######## design 1 ########
## config.mk

```make
export PLATFORM = sky130hd
export DESIGN_NAME = assoc_buffer_histogram_master
export DESIGN_NICKNAME = d
export VERILOG_FILES = /design/src/rtl/assoc_buffer_histogram_master.sv
export SDC_FILE = /design/constraint.sdc
export NUM_CORES = 1
export LEC_CHECK = 0
export ABC_AREA = 1
export CAP_MARGIN = 10
export CORE_MARGIN = 2
export CORE_UTILIZATION = 44
export DETAILED_ROUTE_END_ITERATION = 12
export HOLD_SLACK_MARGIN = 0.05
export PLACE_DENSITY = 0.88
export RECOVER_POWER = 50
export SLEW_MARGIN = 25
export SYNTH_ARGS = -nofsm -noshare
export SYNTH_HDL_FRONTEND = slang
export SYNTH_SLANG_ARGS = --single-unit
```

## constraint.sdc

```tcl
create_clock -name clk -period 3.3 [get_ports clk]
set_input_delay 0.66 -clock clk [delete_from_list [all_inputs] [get_ports clk]]
set_output_delay 0.66 -clock clk [all_outputs]
set_load 0.02 [all_outputs]
```

## src/rtl/assoc_buffer_histogram_master.sv

```systemverilog
// assoc_buffer_histogram_master
// Drives an associative buffer so that it holds one occurrence count per key.
// Each accepted key is looked up. A present key is incremented, and an absent key is
// loaded with count 1. Occupancy is tracked here. Sticky flags report dropped keys
// and saturated counts. A clear request empties the buffer and resets the bookkeeping.
// Optional build macro ASSOC_HIST_DROP_CNT_EN adds an 8-bit saturating drop_cnt output.
module assoc_buffer_histogram_master #(
  parameter int KEY_WIDTH   = 2,
  parameter int DATA_WIDTH  = 4,
  parameter int BUFFER_SIZE = 4,
  localparam int ENT_WIDTH  = $clog2(BUFFER_SIZE + 1)
) (
  input  logic                  clk,
  input  logic                  rst,
  input  logic                  clr_req,
  input  logic                  in_valid,
  input  logic [KEY_WIDTH-1:0]  in_key,
  output logic                  in_ready,
  output logic [1:0]            buf_ctrl,
  output logic [KEY_WIDTH-1:0]  buf_key,
  output logic [DATA_WIDTH-1:0] buf_data,
  input  logic [DATA_WIDTH-1:0] buf_rdata,
  input  logic                  buf_valid,
  output logic [ENT_WIDTH-1:0]  entries,
  output logic                  overflow,
  output logic                  saturated,
  output logic                  busy
`ifdef ASSOC_HIST_DROP_CNT_EN
  ,
  output logic [7:0]            drop_cnt
`endif
);

  typedef enum logic [1:0] {IDLE, LOOKUP, ISSUE, CLEAR} state_t;

  localparam logic [1:0] CTRL_NONE = 2'd0;
  localparam logic [1:0] CTRL_CLR  = 2'd1;
  localparam logic [1:0] CTRL_LOAD = 2'd2;
  localparam logic [1:0] CTRL_INCR = 2'd3;

  localparam logic [ENT_WIDTH-1:0] ENT_FULL = ENT_WIDTH'(BUFFER_SIZE);

  state_t state;
  state_t state_next;
  logic   clr_pending;
  logic   clear_now;
  logic   accept_key;
  logic   count_max;
  logic   table_full;

  assign in_ready   = rst && (state == IDLE) && !clr_req && !clr_pending;
  assign busy       = (state != IDLE);
  assign clear_now  = (state == IDLE) && (clr_req || clr_pending);
  assign accept_key = in_valid && in_ready;
  assign count_max  = (buf_rdata == {DATA_WIDTH{1'b1}});
  assign table_full = (entries == ENT_FULL);

  // State register
  always_ff @(posedge clk or negedge rst) begin
    if (!rst) state <= IDLE;
    else      state <= state_next;
  end

  // Next-state decode: a clear in IDLE wins over an offered key
  always_comb begin
    state_next = state;
    case (state)
      IDLE: begin
        if (clear_now)       state_next = CLEAR;
        else if (accept_key) state_next = LOOKUP;
      end
      LOOKUP:  state_next = ISSUE;
      ISSUE:   state_next = IDLE;
      CLEAR:   state_next = IDLE;
      default: state_next = IDLE;
    endcase
  end

  // Remember a clear that arrives while busy so it runs at the next IDLE cycle
  always_ff @(posedge clk or negedge rst) begin
    if (!rst)                clr_pending <= 1'b0;
    else if (state == IDLE)  clr_pending <= 1'b0;
    else if (clr_req)        clr_pending <= 1'b1;
  end

  // Buffer command, key/data and occupancy/flag bookkeeping
  always_ff @(posedge clk or negedge rst) begin
    if (!rst) begin
      buf_ctrl  <= CTRL_NONE;
      buf_key   <= '0;
      buf_data  <= '0;
      entries   <= '0;
      overflow  <= 1'b0;
      saturated <= 1'b0;
    end else begin
      case (state)
        IDLE: begin
          if (clear_now)       buf_ctrl <= CTRL_CLR;
          else if (accept_key) buf_key  <= in_key;
        end
        LOOKUP: begin
          if (buf_valid) begin
            if (!count_max) begin
              buf_ctrl <= CTRL_INCR;
            end else begin
              buf_ctrl  <= CTRL_NONE;
              saturated <= 1'b1;
            end
          end else if (!table_full) begin
            buf_ctrl <= CTRL_LOAD;
            buf_data <= DATA_WIDTH'(1);
            entries  <= entries + ENT_WIDTH'(1);
          end else begin
            buf_ctrl <= CTRL_NONE;
            overflow <= 1'b1;
          end
        end
        ISSUE: begin
          buf_ctrl <= CTRL_NONE;
          buf_data <= '0;
        end
        CLEAR: begin
          buf_ctrl  <= CTRL_NONE;
          entries   <= '0;
          overflow  <= 1'b0;
          saturated <= 1'b0;
        end
        default: buf_ctrl <= CTRL_NONE;
      endcase
    end
  end

`ifdef ASSOC_HIST_DROP_CNT_EN
  // Count keys dropped for lack of space, saturating at 8'hFF
  always_ff @(posedge clk or negedge rst) begin
    if (!rst) begin
      drop_cnt <= 8'h00;
    end else if (state == CLEAR) begin
      drop_cnt <= 8'h00;
    end else if (state == LOOKUP && !buf_valid && table_full && drop_cnt != 8'hFF) begin
      drop_cnt <= drop_cnt + 8'h01;
    end
  end
`endif

endmodule

```

######## design 2 ########
`src/rtl/vga_axil_native_bridge.sv`:
```
// AXI4-Lite slave to native single-cycle register/memory port bridge with independent read/write FSMs.
// Optional address range check with SLVERR response is enabled by defining VGA_AXIL_SLVERR_EN.
module vga_axil_native_bridge #(
  parameter int unsigned AXIL_ADDR_W   = 32,
  parameter int unsigned AXIL_DATA_W   = 32,
  parameter int unsigned NATIVE_ADDR_W = 10,
  parameter int unsigned READ_LATENCY  = 1,
  parameter int unsigned NUM_WORDS     = 2 ** NATIVE_ADDR_W
) (
  input  logic                       clk,
  input  logic                       rst,
  input  logic [AXIL_ADDR_W-1:0]     awaddr,
  input  logic                       awvalid,
  output logic                       awready,
  input  logic [AXIL_DATA_W-1:0]     wdata,
  input  logic [AXIL_DATA_W/8-1:0]   wstrb,
  input  logic                       wvalid,
  output logic                       wready,
  output logic [1:0]                 bresp,
  output logic                       bvalid,
  input  logic                       bready,
  input  logic [AXIL_ADDR_W-1:0]     araddr,
  input  logic                       arvalid,
  output logic                       arready,
  output logic [AXIL_DATA_W-1:0]     rdata,
  output logic [1:0]                 rresp,
  output logic                       rvalid,
  input  logic                       rready,
  output logic                       write_en_o,
  output logic [NATIVE_ADDR_W-1:0]   addr_write_o,
  output logic [AXIL_DATA_W-1:0]     data_o,
  output logic [AXIL_DATA_W/8-1:0]   strb_o,
  output logic                       read_en_o,
  output logic [NATIVE_ADDR_W-1:0]   addr_read_o,
  input  logic [AXIL_DATA_W-1:0]     data_i
);

  localparam int unsigned STRB_W   = AXIL_DATA_W / 8;
  localparam int unsigned ADDR_LSB = $clog2(STRB_W);
  localparam int unsigned CNT_W    = (READ_LATENCY > 1) ? $clog2(READ_LATENCY) : 1;
  localparam logic [1:0]  RESP_OKAY   = 2'b00;
  localparam logic [1:0]  RESP_SLVERR = 2'b10;

  // Reject parameter sets the datapath cannot represent.
  if (AXIL_DATA_W < 8 || (AXIL_DATA_W & (AXIL_DATA_W - 1)) != 0) begin : g_bad_data_w
    $error("AXIL_DATA_W must be a power of two >= 8");
  end
  if (READ_LATENCY < 1) begin : g_bad_latency
    $error("READ_LATENCY must be >= 1");
  end
  if (NUM_WORDS < 1) begin : g_bad_num_words
    $error("NUM_WORDS must be >= 1");
  end

  typedef enum logic [2:0] {
    W_IDLE, W_HAVE_AW, W_HAVE_W, W_EXEC, W_RESP
  } w_state_t;

  typedef enum logic [1:0] {
    R_IDLE, R_ISSUE, R_WAIT, R_RESP
  } r_state_t;

  w_state_t w_state_q, w_state_n;
  r_state_t r_state_q, r_state_n;

  logic                     aw_hs_c, w_hs_c, ar_hs_c;
  logic                     aw_err_c, ar_err_c;
  logic                     w_err_q, r_err_q;
  logic                     w_err_n_c, r_err_n_c;
  logic [NATIVE_ADDR_W-1:0] aw_word_c, ar_word_c;
  logic [CNT_W-1:0]         rd_cnt_q;
  logic                     unused_addr;

  assign aw_hs_c   = awvalid & awready;
  assign w_hs_c    = wvalid & wready;
  assign ar_hs_c   = arvalid & arready;
  assign aw_word_c = awaddr[ADDR_LSB +: NATIVE_ADDR_W];
  assign ar_word_c = araddr[ADDR_LSB +: NATIVE_ADDR_W];

`ifdef VGA_AXIL_SLVERR_EN
  // Full byte address is range-checked so high bits beyond the native port still fault.
  function automatic logic range_err(input logic [AXIL_ADDR_W-1:0] a);
    return (64'(a) >> ADDR_LSB) >= 64'(NUM_WORDS);
  endfunction

  assign aw_err_c = range_err(awaddr);
  assign ar_err_c = range_err(araddr);
`else
  assign aw_err_c = 1'b0;
  assign ar_err_c = 1'b0;
`endif
  assign unused_addr = ^{awaddr, araddr};

  // Error flag as it will stand after this edge; gates the native strobes.
  assign w_err_n_c = aw_hs_c ? aw_err_c : w_err_q;
  assign r_err_n_c = ar_hs_c ? ar_err_c : r_err_q;

  // Write state register
  always_ff @(posedge clk) begin
    if (rst) w_state_q <= W_IDLE;
    else     w_state_q <= w_state_n;
  end

  // Write next-state: AW and W are accepted in either order
  always_comb begin
    w_state_n = w_state_q;
    case (w_state_q)
      W_IDLE: begin
        if (aw_hs_c && w_hs_c) w_state_n = W_EXEC;
        else if (aw_hs_c)      w_state_n = W_HAVE_AW;
        else if (w_hs_c)       w_state_n = W_HAVE_W;
      end
      W_HAVE_AW: if (w_hs_c)  w_state_n = W_EXEC;
      W_HAVE_W:  if (aw_hs_c) w_state_n = W_EXEC;
      W_EXEC:                 w_state_n = W_RESP;
      W_RESP:    if (bready)  w_state_n = W_IDLE;
      default:                w_state_n = W_IDLE;
    endcase
  end

  // Write channel registered outputs and capture registers
  always_ff @(posedge clk) begin
    if (rst) begin
      awready      <= 1'b0;
      wready       <= 1'b0;
      bvalid       <= 1'b0;
      bresp        <= RESP_OKAY;
      write_en_o   <= 1'b0;
      addr_write_o <= '0;
      data_o       <= '0;
      strb_o       <= '0;
      w_err_q      <= 1'b0;
    end else begin
      awready    <= (w_state_n == W_IDLE) || (w_state_n == W_HAVE_W);
      wready     <= (w_state_n == W_IDLE) || (w_state_n == W_HAVE_AW);
      bvalid     <= (w_state_n == W_RESP);
      write_en_o <= (w_state_n == W_EXEC) && !w_err_n_c;
      if (aw_hs_c) begin
        addr_write_o <= aw_word_c;
        w_err_q      <= aw_err_c;
      end
      if (w_hs_c) begin
        data_o <= wdata;
        strb_o <= wstrb;
      end
      if (w_state_q == W_EXEC) bresp <= w_err_q ? RESP_SLVERR : RESP_OKAY;
    end
  end

  // Read state register
  always_ff @(posedge clk) begin
    if (rst) r_state_q <= R_IDLE;
    else     r_state_q <= r_state_n;
  end

  // Read next-state
  always_comb begin
    r_state_n = r_state_q;
    case (r_state_q)
      R_IDLE:  if (ar_hs_c)          r_state_n = R_ISSUE;
      R_ISSUE:                       r_state_n = R_WAIT;
      R_WAIT:  if (rd_cnt_q == '0)   r_state_n = R_RESP;
      R_RESP:  if (rready)           r_state_n = R_IDLE;
      default:                       r_state_n = R_IDLE;
    endcase
  end

  // Read channel registered outputs, latency counter and capture registers
  always_ff @(posedge clk) begin
    if (rst) begin
      arready     <= 1'b0;
      rvalid      <= 1'b0;
      rresp       <= RESP_OKAY;
      rdata       <= '0;
      read_en_o   <= 1'b0;
      addr_read_o <= '0;
      r_err_q     <= 1'b0;
      rd_cnt_q    <= '0;
    end else begin
      arready   <= (r_state_n == R_IDLE);
      rvalid    <= (r_state_n == R_RESP);
      read_en_o <= (r_state_n == R_ISSUE) && !r_err_n_c;
      if (ar_hs_c) begin
        addr_read_o <= ar_word_c;
        r_err_q     <= ar_err_c;
      end
      if (r_state_q == R_ISSUE) begin
        rd_cnt_q <= CNT_W'(READ_LATENCY - 1);
      end else if (r_state_q == R_WAIT && rd_cnt_q != '0) begin
        rd_cnt_q <= rd_cnt_q - CNT_W'(1);
      end
      if (r_state_q == R_WAIT && rd_cnt_q == '0) begin
        rdata <= r_err_q ? '0 : data_i;
        rresp <= r_err_q ? RESP_SLVERR : RESP_OKAY;
      end
    end
  end

endmodule

```
`config.mk`:
```
export PLATFORM = sky130hd
export DESIGN_NAME = vga_axil_native_bridge
export DESIGN_NICKNAME = d
export VERILOG_FILES = /design/src/rtl/vga_axil_native_bridge.sv
export SDC_FILE = /design/constraint.sdc
export NUM_CORES = 1
export LEC_CHECK = 0
export CORE_UTILIZATION = 38
export CTS_BUF_LIST = sky130_fd_sc_hd__clkbuf_8
export DETAILED_ROUTE_END_ITERATION = 10
export GPL_TIMING_DRIVEN = 0
export PLACE_DENSITY = 0.8
export SLEW_MARGIN = 25
export SYNTH_ARGS = -nofsm -noshare
export SYNTH_HDL_FRONTEND = slang
export SYNTH_SLANG_ARGS = --single-unit
```
`constraint.sdc`:
```
create_clock -name clk -period 1.85 [get_ports clk]
set_input_delay 0.37 -clock clk [delete_from_list [all_inputs] [get_ports clk]]
set_output_delay 0.37 -clock clk [all_outputs]
set_load 0.03 [all_outputs]
```
######## design 3 ########
$ cat config.mk
export PLATFORM = sky130hd
export DESIGN_NAME = sensor_channel_mux
export DESIGN_NICKNAME = d
export VERILOG_FILES = /design/src/rtl/sensor_channel_mux.sv
export SDC_FILE = /design/constraint.sdc
export NUM_CORES = 1
export LEC_CHECK = 0
export CORE_ASPECT_RATIO = 0.7
export CORE_MARGIN = 4
export CORE_UTILIZATION = 45
export CTS_CLUSTER_SIZE = 14
export DETAILED_ROUTE_END_ITERATION = 16
export GPL_ROUTABILITY_DRIVEN = 0
export PLACE_DENSITY = 0.85
export REMOVE_ABC_BUFFERS = 1
export SYNTH_ARGS = -nofsm -noshare
export SYNTH_HDL_FRONTEND = slang
export SYNTH_SLANG_ARGS = --single-unit
export TNS_END_PERCENT = 10
$ cat constraint.sdc
create_clock -name clk -period 3.29 [get_ports clk]
set_clock_uncertainty 0.2 [all_clocks]
set_input_delay 0.4935 -clock clk [delete_from_list [all_inputs] [get_ports clk]]
set_output_delay 0.4935 -clock clk [all_outputs]
set_load 0.02 [all_outputs]
$ cat src/rtl/sensor_channel_mux.sv
// sensor_channel_mux
// Registered N-channel sample multiplexer between the per-sensor front ends
// and the shared monitor/alarm datapath. Forwards one channel per accepted
// sample over a valid/ready handshake, either from a fixed channel index
// (mode=0) or by round-robin scan over the valid channels (mode=1).
// A single output register gives one cycle of latency and full throughput
// while out_ready stays high.
//
// Optional build macro: SENSOR_MUX_SEQ_EN
//   When defined, adds out_seq[7:0], an 8-bit wrapping count of accepted
//   samples that is captured together with out_data (first sample carries 0).

module sensor_channel_mux #(
    parameter int WIDTH    = 8,
    parameter int CHANNELS = 4,
    parameter int SEL_W    = 2
) (
    input  logic                      clk,
    input  logic                      rst,
    input  logic [CHANNELS*WIDTH-1:0] ch_data,
    input  logic [CHANNELS-1:0]       ch_valid,
    output logic [CHANNELS-1:0]       ch_ready,
    input  logic                      mode,
    input  logic [SEL_W-1:0]          sel,
    output logic [WIDTH-1:0]          out_data,
    output logic [SEL_W-1:0]          out_ch,
    output logic                      out_valid,
    input  logic                      out_ready
`ifdef SENSOR_MUX_SEQ_EN
    ,
    output logic [7:0]                out_seq
`endif
);

    // Channel count widened by one bit so it can be compared against
    // indices even when CHANNELS is an exact power of two.
    localparam logic [SEL_W:0]   CH_CNT  = (SEL_W+1)'(CHANNELS);
    localparam logic [SEL_W-1:0] CH_LAST = SEL_W'(CHANNELS - 1);

    // ---- stage p0: combinational select / grant ----
    logic [WIDTH-1:0] sample_p0 [CHANNELS];
    logic [SEL_W-1:0] rr_ptr;
    logic [SEL_W-1:0] rr_grant_p0;
    logic             rr_hit_p0;
    logic [SEL_W:0]   rr_cand_p0;
    logic [SEL_W-1:0] rr_next_p0;
    logic             sel_ok_p0;
    logic [SEL_W-1:0] grant_p0;
    logic             grant_ok_p0;
    logic             can_load_p0;
    logic             accept_p0;

    // ---- stage p1: output register ----
    logic [WIDTH-1:0] data_p1;
    logic [SEL_W-1:0] ch_p1;
    logic             vld_p1;

    // Unpack the flat sample bus so channels can be indexed directly.
    for (genvar i = 0; i < CHANNELS; i++) begin : g_unpack
        assign sample_p0[i] = ch_data[i*WIDTH +: WIDTH];
    end

    // Round-robin search: first valid channel starting at rr_ptr, wrapping.
    always_comb begin
        rr_hit_p0   = 1'b0;
        rr_grant_p0 = '0;
        rr_cand_p0  = '0;
        for (int k = 0; k < CHANNELS; k++) begin
            rr_cand_p0 = {1'b0, rr_ptr} + (SEL_W+1)'(k);
            if (rr_cand_p0 >= CH_CNT) begin
                rr_cand_p0 = rr_cand_p0 - CH_CNT;
            end
            if (!rr_hit_p0 && ch_valid[rr_cand_p0[SEL_W-1:0]]) begin
                rr_hit_p0   = 1'b1;
                rr_grant_p0 = rr_cand_p0[SEL_W-1:0];
            end
        end
    end

    // Pointer advance after a round-robin grant, wrapping at the last channel.
    always_comb begin
        if (rr_grant_p0 == CH_LAST) begin
            rr_next_p0 = '0;
        end else begin
            rr_next_p0 = rr_grant_p0 + SEL_W'(1);
        end
    end

    // Mode mux: which channel is offered the slot this cycle, and whether
    // any channel is offered at all. An out-of-range fixed index offers none.
    always_comb begin
        sel_ok_p0   = ({1'b0, sel} < CH_CNT);
        can_load_p0 = !vld_p1 || out_ready;
        if (mode) begin
            grant_p0    = rr_grant_p0;
            grant_ok_p0 = rr_hit_p0;
        end else begin
            grant_p0    = sel;
            grant_ok_p0 = sel_ok_p0;
        end
    end

    // One-hot ready towards the granted channel; silent while in reset.
    always_comb begin
        ch_ready  = '0;
        accept_p0 = 1'b0;
        if (!rst && grant_ok_p0 && can_load_p0) begin
            ch_ready[grant_p0] = 1'b1;
            accept_p0          = ch_valid[grant_p0];
        end
    end

    // Control state: output valid flag and round-robin pointer. A pop without
    // a new accept empties the register; a stall leaves it untouched because
    // can_load is low and no accept can happen.
    always_ff @(posedge clk or posedge rst) begin
        if (rst) begin
            vld_p1 <= 1'b0;
            rr_ptr <= '0;
        end else begin
            if (accept_p0) begin
                vld_p1 <= 1'b1;
            end else if (out_ready) begin
                vld_p1 <= 1'b0;
            end
            if (accept_p0 && mode) begin
                rr_ptr <= rr_next_p0;
            end
        end
    end

    // Output sample and source index; loaded only on accept, otherwise held.
    always_ff @(posedge clk or posedge rst) begin
        if (rst) begin
            data_p1 <= '0;
            ch_p1   <= '0;
        end else if (accept_p0) begin
            data_p1 <= sample_p0[grant_p0];
            ch_p1   <= grant_p0;
        end
    end

`ifdef SENSOR_MUX_SEQ_EN
    logic [7:0] seq_cnt;
    logic [7:0] seq_p1;

    // Accept counter; the pre-increment value travels with the sample so the
    // first accepted sample is tagged 0. Wraps naturally at 8 bits.
    always_ff @(posedge clk or posedge rst) begin
        if (rst) begin
            seq_cnt <= '0;
            seq_p1  <= '0;
        end else if (accept_p0) begin
            seq_cnt <= seq_cnt + 8'd1;
            seq_p1  <= seq_cnt;
        end
    end

    assign out_seq = seq_p1;
`endif

    assign out_data  = data_p1;
    assign out_ch    = ch_p1;
    assign out_valid = vld_p1;

endmodule
######## design 4 ########
==> src/rtl/mw_mem_write_ctrl_if.sv <==
// MW store-side and memory bus-side bundles for mw_mem_write_ctrl.
// Store side: MW is master; bus side: the write controller is master.
interface mw_store_if #(
  parameter int ADDR_W = 32,
  parameter int DATA_W = 32
);
  logic              v_mem_we;
  logic [ADDR_W-1:0] wr_addr;
  logic [DATA_W-1:0] wr_data;
  logic [1:0]        wr_size;
  logic              write_finished;
  logic              wr_busy;

  modport master (
    output v_mem_we, wr_addr, wr_data, wr_size,
    input  write_finished, wr_busy
  );
  modport slave (
    input  v_mem_we, wr_addr, wr_data, wr_size,
    output write_finished, wr_busy
  );
endinterface

interface mw_bus_if #(
  parameter int ADDR_W = 32,
  parameter int DATA_W = 32
);
  logic              bus_req;
  logic [ADDR_W-1:0] bus_addr;
  logic [DATA_W-1:0] bus_data;
  logic [3:0]        bus_be;
  logic              bus_ack;

  modport master (
    output bus_req, bus_addr, bus_data, bus_be,
    input  bus_ack
  );
  modport slave (
    input  bus_req, bus_addr, bus_data, bus_be,
    output bus_ack
  );
endinterface

==> src/rtl/mw_mem_write_ctrl.sv <==
// MW memory write port: splits 1/2/4B stores into aligned bus beats.
// Optional posted completion under `define MW_POSTED_WRITE_EN.
module mw_mem_write_ctrl #(
  parameter int ADDR_W = 32,
  parameter int DATA_W = 32
) (
  input logic      clk,
  input logic      rst,
  mw_store_if.slave st,
  mw_bus_if.master  bus
);

  typedef enum logic [1:0] {
    IDLE,
    BEAT1,
    BEAT2,
    DONE
  } state_t;

  state_t state_q, state_d;

  logic              req_q, req_d;
  logic [ADDR_W-1:0] addr_q, addr_d;
  logic [DATA_W-1:0] data_q, data_d;
  logic [3:0]        be_q, be_d;
  logic              wf_q, wf_d;
  logic              busy_q, busy_d;

  logic [ADDR_W-1:0] hi_addr_q;
  logic [DATA_W-1:0] hi_data_q;
  logic [3:0]        hi_be_q;
  logic              cross_q;
  logic              latch_en;

  logic [1:0]          off;
  logic [3:0]          nbytes;
  logic [3:0]          mask;
  logic                cross_in;
  logic [7:0]          wide_be;
  logic [2*DATA_W-1:0] wide_data;
  logic [ADDR_W-1:0]   aligned;

  assign off = st.wr_addr[1:0];

  always_comb begin
    nbytes = 4'd4;
    mask   = 4'b1111;
    unique case (st.wr_size)
      2'd0: begin
        nbytes = 4'd1;
        mask   = 4'b0001;
      end
      2'd1: begin
        nbytes = 4'd2;
        mask   = 4'b0011;
      end
      default: begin
        nbytes = 4'd4;
        mask   = 4'b1111;
      end
    endcase
  end

  // Lanes spilling past byte 3 land in the upper half: that is beat 2
  assign cross_in  = ({2'b00, off} + nbytes) > 4'd4;
  assign wide_be   = {4'b0000, mask} << off;
  assign wide_data = {{DATA_W{1'b0}}, st.wr_data} << {off, 3'b000};
  assign aligned   = {st.wr_addr[ADDR_W-1:2], 2'b00};

  always_comb begin
    state_d  = state_q;
    req_d    = req_q;
    addr_d   = addr_q;
    data_d   = data_q;
    be_d     = be_q;
    wf_d     = 1'b0;
    latch_en = 1'b0;
    unique case (state_q)
      IDLE: begin
        if (st.v_mem_we) begin
          state_d  = BEAT1;
          req_d    = 1'b1;
          addr_d   = aligned;
          data_d   = wide_data[DATA_W-1:0];
          be_d     = wide_be[3:0];
          latch_en = 1'b1;
`ifdef MW_POSTED_WRITE_EN
          wf_d     = 1'b1;
`endif
        end
      end
      BEAT1: begin
        if (bus.bus_ack) begin
          if (cross_q) begin
            state_d = BEAT2;
            addr_d  = hi_addr_q;
            data_d  = hi_data_q;
            be_d    = hi_be_q;
          end else begin
            state_d = DONE;
            req_d   = 1'b0;
            be_d    = 4'b0000;
`ifndef MW_POSTED_WRITE_EN
            wf_d    = 1'b1;
`endif
          end
        end
      end
      BEAT2: begin
        if (bus.bus_ack) begin
          state_d = DONE;
          req_d   = 1'b0;
          be_d    = 4'b0000;
`ifndef MW_POSTED_WRITE_EN
          wf_d    = 1'b1;
`endif
        end
      end
      DONE: begin
        state_d = IDLE;
      end
      default: begin
        state_d = IDLE;
      end
    endcase
  end

  assign busy_d = (state_d == BEAT1) || (state_d == BEAT2);

  always_ff @(posedge clk) begin
    if (rst) begin
      state_q <= IDLE;
      req_q   <= 1'b0;
      addr_q  <= '0;
      data_q  <= '0;
      be_q    <= 4'b0000;
      wf_q    <= 1'b0;
      busy_q  <= 1'b0;
    end else begin
      state_q <= state_d;
      req_q   <= req_d;
      addr_q  <= addr_d;
      data_q  <= data_d;
      be_q    <= be_d;
      wf_q    <= wf_d;
      busy_q  <= busy_d;
    end
  end

  always_ff @(posedge clk) begin
    if (rst) begin
      hi_addr_q <= '0;
      hi_data_q <= '0;
      hi_be_q   <= 4'b0000;
      cross_q   <= 1'b0;
    end else if (latch_en) begin
      hi_addr_q <= aligned + ADDR_W'(4);
      hi_data_q <= wide_data[2*DATA_W-1:DATA_W];
      hi_be_q   <= wide_be[7:4];
      cross_q   <= cross_in;
    end
  end

  assign bus.bus_req       = req_q;
  assign bus.bus_addr      = addr_q;
  assign bus.bus_data      = data_q;
  assign bus.bus_be        = be_q;
  assign st.write_finished = wf_q;
  assign st.wr_busy        = busy_q;

endmodule

==> src/flat_wrapper.sv <==
// flat-port wrapper written by rule: the top's interface ports become plain ports
module mw_mem_write_ctrl_flat 
#(
  parameter int ADDR_W = 32,
  parameter int DATA_W = 32
)
  (clk, rst, st_v_mem_we, st_wr_addr, st_wr_data, st_wr_size, st_write_finished, st_wr_busy, bus_bus_req, bus_bus_addr, bus_bus_data, bus_bus_be, bus_bus_ack);
  mw_store_if #(.ADDR_W(ADDR_W), .DATA_W(DATA_W)) st_i ();
  mw_bus_if #(.ADDR_W(ADDR_W), .DATA_W(DATA_W)) bus_i ();
  input logic clk;
  input logic rst;
  input wire logic [$bits(st_i.v_mem_we)-1:0] st_v_mem_we;
  input wire logic [$bits(st_i.wr_addr)-1:0] st_wr_addr;
  input wire logic [$bits(st_i.wr_data)-1:0] st_wr_data;
  input wire logic [$bits(st_i.wr_size)-1:0] st_wr_size;
  output wire logic [$bits(st_i.write_finished)-1:0] st_write_finished;
  output wire logic [$bits(st_i.wr_busy)-1:0] st_wr_busy;
  output wire logic [$bits(bus_i.bus_req)-1:0] bus_bus_req;
  output wire logic [$bits(bus_i.bus_addr)-1:0] bus_bus_addr;
  output wire logic [$bits(bus_i.bus_data)-1:0] bus_bus_data;
  output wire logic [$bits(bus_i.bus_be)-1:0] bus_bus_be;
  input wire logic [$bits(bus_i.bus_ack)-1:0] bus_bus_ack;
  assign st_i.v_mem_we = st_v_mem_we;
  assign st_i.wr_addr = st_wr_addr;
  assign st_i.wr_data = st_wr_data;
  assign st_i.wr_size = st_wr_size;
  assign st_write_finished = st_i.write_finished;
  assign st_wr_busy = st_i.wr_busy;
  assign bus_bus_req = bus_i.bus_req;
  assign bus_bus_addr = bus_i.bus_addr;
  assign bus_bus_data = bus_i.bus_data;
  assign bus_bus_be = bus_i.bus_be;
  assign bus_i.bus_ack = bus_bus_ack;
  mw_mem_write_ctrl #(.ADDR_W(ADDR_W), .DATA_W(DATA_W)) u_core (.clk(clk), .rst(rst), .st(st_i), .bus(bus_i));
endmodule
==> config.mk <==
export PLATFORM = sky130hd
export DESIGN_NAME = mw_mem_write_ctrl_flat
export DESIGN_NICKNAME = d
export VERILOG_FILES = /design/src/rtl/mw_mem_write_ctrl_if.sv /design/src/rtl/mw_mem_write_ctrl.sv /design/src/flat_wrapper.sv
export SDC_FILE = /design/constraint.sdc
export NUM_CORES = 1
export LEC_CHECK = 0
export ABC_AREA = 0
export CAP_MARGIN = 10
export CORE_MARGIN = 8
export CORE_UTILIZATION = 55
export CTS_CLUSTER_DIAMETER = 100
export DETAILED_ROUTE_END_ITERATION = 12
export GPL_ROUTABILITY_DRIVEN = 0
export PLACE_DENSITY = 0.86
export SYNTH_ARGS = -nofsm -noshare
export SYNTH_HDL_FRONTEND = slang
export SYNTH_SLANG_ARGS = --single-unit
==> constraint.sdc <==
create_clock -name clk -period 2.9 [get_ports clk]
set_input_delay 0.58 -clock clk [delete_from_list [all_inputs] [get_ports clk]]
set_output_delay 0.58 -clock clk [all_outputs]
set_load 0.05 [all_outputs]

==> gallery <==
Clock routing.
image #1
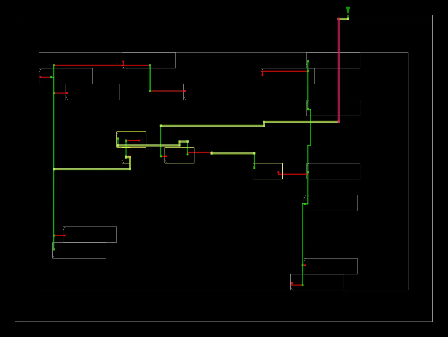
image #2
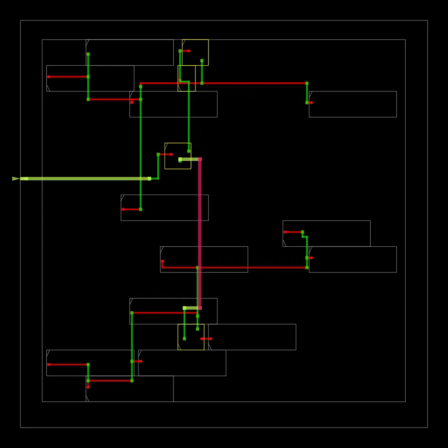
image #3
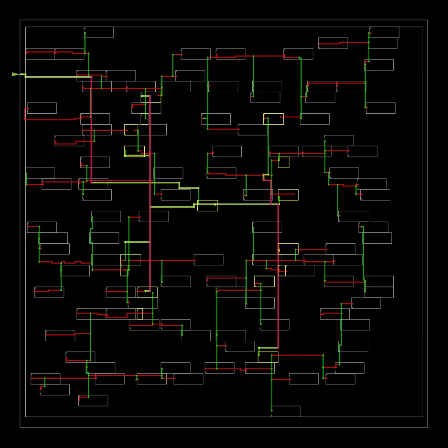
image #4
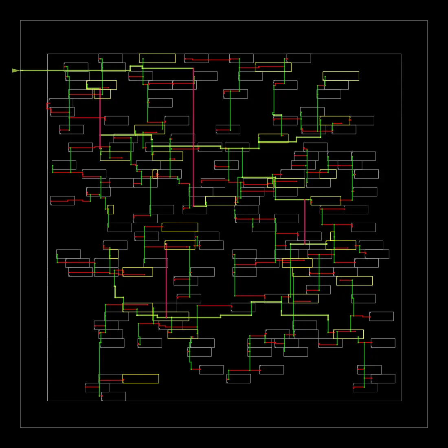
- most sequential cells: image #4
- most clock buffers: image #4
- design 4 = image #4
- design 1 = image #2
- design 3 = image #1
- design 2 = image #3

**Design 4: layout detail**

Scale bar: 5 um. Region (52, 77) to (72, 97) um. Cells in grey, sequential cells in the stronger grey; small squares are vias.
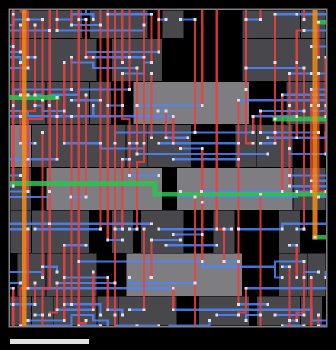
Key: blue = met1; green = met3; red = met2; orange = met4
Netlist names of flops here include `u_core.hi_addr_q` (3), `u_core.bus.bus_addr` (1). Sequential cells in the window: 4. Most frequent: nor2_1 (8), a211oi_1 (5), dfxtp_1 (4). 38 logic cells have their middle in the window.

**Design 4: I/O pins on the die edge**

Scale bar: 20 um. Pins as bars across the die edge, other pins in grey.
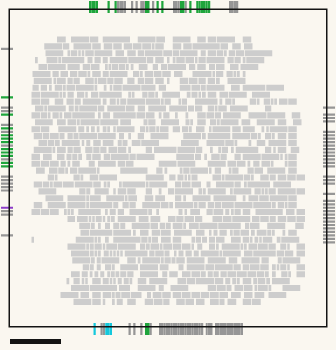
Key: green = `st_wr_addr` [pins 32, direction input, edge 19 top, 11 left, 2 bottom]; cyan = `bus_bus_be` [pins 4, direction output, edge bottom]; purple = `st_wr_busy` [pins 1, direction output, edge left]
All pins by edge: 46 bottom, 36 top, 32 right, 27 left.

==> results.sh, design 4 <==
# flow metrics
export IMPL_outcome="finished, final reports clean"
export IMPL_buffers=153
export IMPL_drc=0
export IMPL_cts_sinks=129
export IMPL_path_class="in -> reg"
export IMPL_via_count=6061
export IMPL_fmax_mhz=426.3
export IMPL_cpMostUsedCell="a211oi_1"
export IMPL_openroad_warnings=31
export IMPL_finalCritPeriodShare=0.8088
export IMPL_cts_buffers=17
export IMPL_crit_path_start_kind="input port"
export IMPL_clkLatencyLatePin_ns=0.42
export IMPL_synth_area_um2=6472
export IMPL_top_layer_used="met4"
export IMPL_critPathBufInv=1
export IMPL_instances_no_fill=987
export IMPL_clock_area_frac=0.08159
export IMPL_avgSynthCellArea_um2=8.965
export IMPL_p_leak_nw=3.184
export IMPL_ys_flop_type="dfxtp_1"
export IMPL_h_tree_depth=4
export IMPL_drv_slew=0
export IMPL_fin_tns_setup_ns=0
export IMPL_cts_reportedPaths_clkPinSlew_ns=0.05
export IMPL_finalSetupViolCount=0
export IMPL_buffer_area_frac=0.1786
export IMPL_r2r_cells=7
export IMPL_die_w_um=124.5
export IMPL_worstSetupPathDepth=8
export IMPL_comb_share=0.4123
export IMPL_grt_ovfl_total=0
export IMPL_ys_sh_xor=0.03924
export IMPL_comb_power_share=0.484
export IMPL_cts_root_buf="clkbuf_16"
**Design 2: wire density map**

The die is cut into 20 by 20 equal tiles; white is low, dark blue is high, scaled to the fullest tile. Values are wire area over tile area, all layers added.
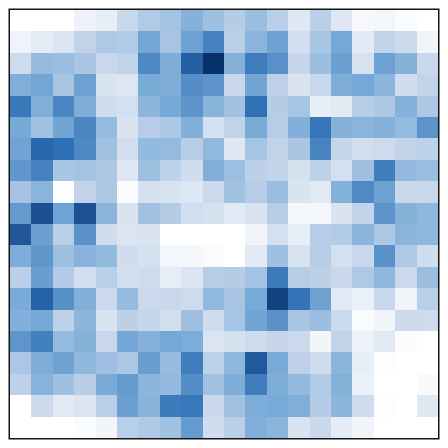
7.0% of the tiles are nearly empty. The emptiest ninth of the die: lower right. The fullest tile reaches 0.49. The mean over all tiles is 0.17. 19% of the tiles are over half the peak.
average wire per standard cell: 13.34 um
GRT Total Usage: 0.2030
via count: 3730
WL final: 10600 um

==> results.sh, design 2 <==
# flow metrics
export IMPL_outcome="finished, final reports clean"
export IMPL_r2r_cells=5
export IMPL_p_seq_frac=0.509
export IMPL_clockBufferDepth=2
export IMPL_finalCritPeriodShare=0.9660
export IMPL_use_met3=0.06224
export IMPL_rsz0062_at_grt="false"
export IMPL_avgSynthCellArea_um2=8.455
export IMPL_num_rows=36
export IMPL_largest_class="buffers"
export IMPL_p_leak_nw=2.129
export IMPL_antenna_found_initial=0
export IMPL_comb_share=0.2502
export IMPL_rrSetupSlack_ns=0.46
export IMPL_comb_cell_power_mw=1.09
export IMPL_edf_count=0
export IMPL_yosys_area_um2=3830
export IMPL_crit_path_max_incr_delay_ns=0.69
export IMPL_port_buffers=191
export IMPL_top_layer_used="met4"
export IMPL_wl_met1_um=4580
export IMPL_area_growth_syn_to_layout_pct=58.94
export IMPL_top_area_cell="dfxtp_1"
**Design 3: layout detail**

Scale bar: 5 um. Region (26, 27) to (46, 47) um. Cells in grey, sequential cells in the stronger grey; small squares are vias.
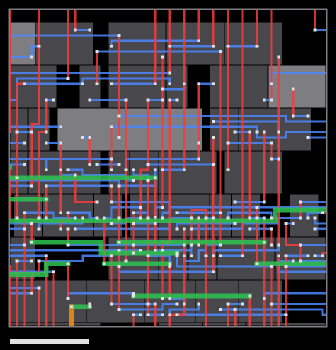
Key: blue = met1; red = met2; orange = met4; green = met3
Sequential cells in the window: 1. Netlist names of flops here include `out_data` (1). Most frequent: clkdlybuf4s50_1 (11). 36 logic cells have their middle in the window.

==> results.sh, design 3 <==
# flow metrics
export IMPL_outcome="finished, final reports clean"
export IMPL_via_count=1543
export IMPL_place_inst=258
export IMPL_p_leak_nw=0.7913
export IMPL_busiest_layer="met2"
export IMPL_fin_util=0.7440
export IMPL_fin_tns_setup_ns=0
export IMPL_synth_area_um2=1282
export IMPL_worst_path_max_fanout=4
export IMPL_cts_sinks=13
export IMPL_inv_count=5
export IMPL_grt_pass1_vias=1414
export IMPL_drv_slew=0
export IMPL_use_met3=0.06322
export IMPL_cts_buffers=3
export IMPL_top_layer_used="met4"
export IMPL_grt_util_met1=0.3065
export IMPL_powerClk_mw=0.146
export IMPL_endpoint="ch_ready[2]"
export IMPL_finalSetupViolCount=0
export IMPL_openroad_warnings=25
export IMPL_ys_sh_mux=0.02341
export IMPL_ys_flop_type="dfrtp_1"
export IMPL_min_path_cells=2
export IMPL_drive_gt1_frac=0.1316
export IMPL_antenna_cells=0
export IMPL_internal_power_mw=0.5904
export IMPL_top_area_cell="dfrtp_1"
export IMPL_cts_tree="built"
export IMPL_netlist_area_leader_share=0.2537
export IMPL_path_class="in -> out"
export IMPL_buffer_area_frac=0.3429
export IMPL_dr_pass1_iters=4
export IMPL_hold_violations=0
export IMPL_area_leaders="dfrtp_1 (25%), a32oi_1 (11%), nand2_1 (9.1%)"
export IMPL_layout_min_cycle_time_ns=3.089
export IMPL_vias_per_cell=5.889
export IMPL_clock_power_share=0.139
export IMPL_die_h_um=52.67
export IMPL_avgSynthCellArea_um2=7.500
export IMPL_wirelength_um=4262
export IMPL_comb_cell_power_mw=0.642
export IMPL_regArea_um2=325.3
**Design 1: layout detail**

Scale bar: 5 um. Region (11, 20) to (31, 40) um. Cells in grey, sequential cells in the stronger grey; small squares are vias.
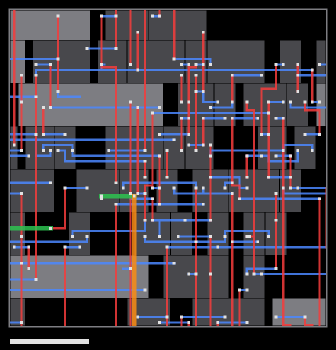
Key: orange = met4; green = met3; blue = met1; red = met2
Sequential cells in the window: 3. 41 logic cells have their middle in the window. Most frequent: nand2_1 (10), clkdlybuf4s50_1 (6).

==> results.sh, design 1 <==
# flow metrics
export IMPL_antenna_cells=0
export IMPL_logic_family="simple AND/OR/NAND/NOR gates"
export IMPL_worstSetupPathDepth=5
export IMPL_layout_min_cycle_time_ns=2.954
export IMPL_ys_ff=13
export IMPL_top_layer_used="met4"
export IMPL_grt_ovfl_total=0
export IMPL_critPathBufInv=2
export IMPL_use_met3=0.03404
export IMPL_dr_wl_met3_um=75
export IMPL_comb_share=0.3141
export IMPL_cts_buffers=3
export IMPL_powerClk_mw=0.100
export IMPL_cts_root_buf="clkbuf_4"
export IMPL_synthCells=75
export IMPL_r2r_end="entries[0]"
export IMPL_edf_count=0
export IMPL_holdPathEnd="saturated"
export IMPL_ys_flop_type="dfrtp_1"
export IMPL_drive_gt1_frac=0.1089
export IMPL_cp_arrival_ns=2.29
export IMPL_internal_power_mw=0.4328
export IMPL_nets=115
export IMPL_drtIter0Drc=3
export IMPL_top_cell="nand2_1"
export IMPL_post_cts_resized=0
export IMPL_p_per_area_nw_per_um2=832.1
export IMPL_clock_area_frac=0.03030
export IMPL_largest_class="flip-flops and latches"
export IMPL_place_inst=113
export IMPL_worst_slack_ns=0.3461
export IMPL_avgSynthCellArea_um2=8.842
export IMPL_cts_sinks=13
export IMPL_critical_path_cell_chain="dlygate4sd3_1, nor2_1, nand2_2, nor2_4, clkdlybuf4s50_1"
export IMPL_outcome="finished, final reports clean"
export IMPL_finClkSkew_ns=0.003557
export IMPL_crit_family="buffers and inverters"
export IMPL_antenna_found_initial=0
export IMPL_num_rows=14
export IMPL_layout_top_cells="nand2_1 (19), clkdlybuf4s50_1 (19), dfrtp_1 (13)"
export IMPL_critPathRequiredTime_ns=2.64
export IMPL_grt_pass1_wl_um=2359
export IMPL_maxCapViolCount=0


==> notes/layouts.md <==
Pictures saved along the way, in no particular order.

Gate families picked out.
Plate I
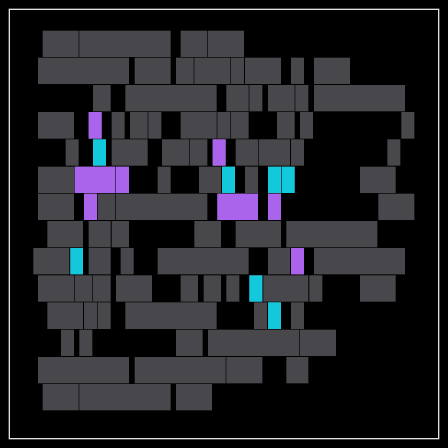
Plate II
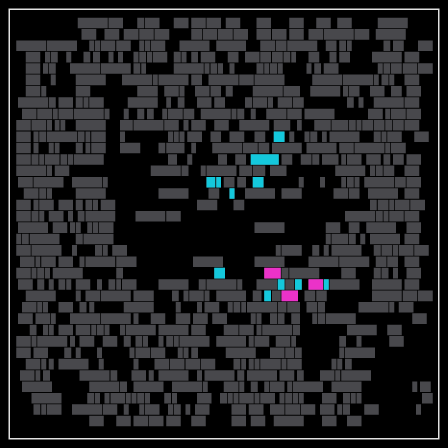
Plate III
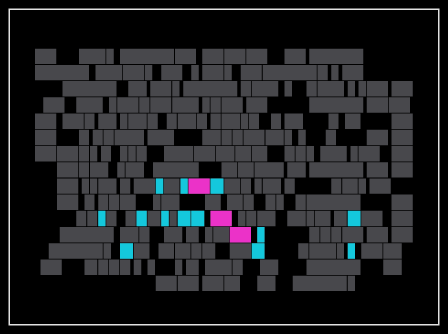
Plate IV
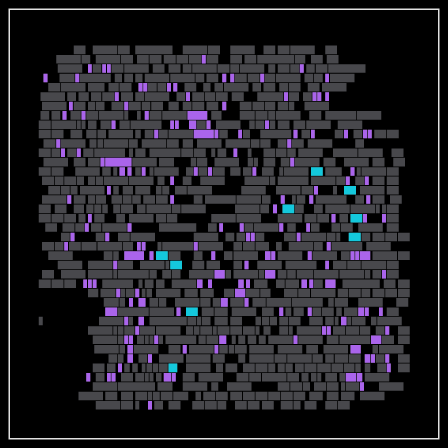
- fewest cells: Plate I
design 1: Plate I
design 4: Plate IV
design 2: Plate II
design 3: Plate III


==> screenshots <==
Wire density map.
shot_01.png
The die is cut into 25 by 25 equal tiles; white is low, dark blue is high, scaled to the fullest tile. Values are wire area over tile area, all layers added.
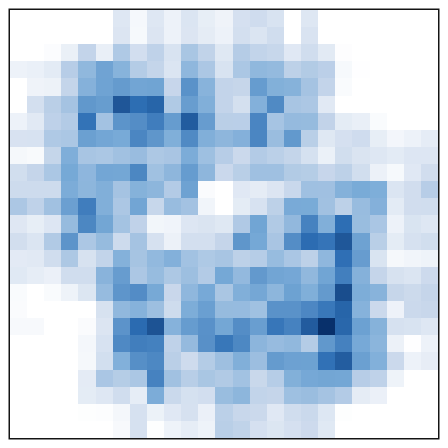
shot_02.png
The die is cut into 9 by 9 equal tiles; white is low, dark blue is high, scaled to the fullest tile. Values are wire area over tile area, all layers added.
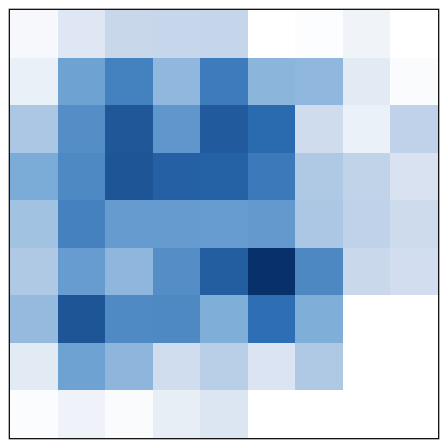
shot_03.png
The die is cut into 14 by 11 equal tiles; white is low, dark blue is high, scaled to the fullest tile. Values are wire area over tile area, all layers added.
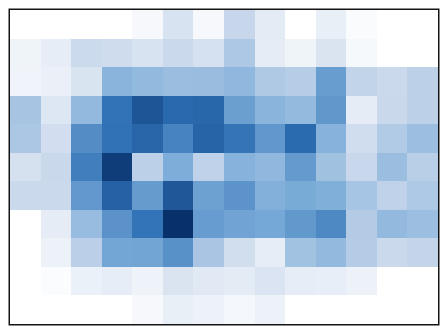
shot_02.png: design 1
shot_03.png: design 3
shot_01.png: design 4

Key to shot_03.png:
23% of the tiles are over half the peak. 16% of the tiles are nearly empty. The emptiest ninth of the die: lower left. The mean over all tiles is 0.19. The fullest tile reaches 0.62. The densest ninth of the die: centre.

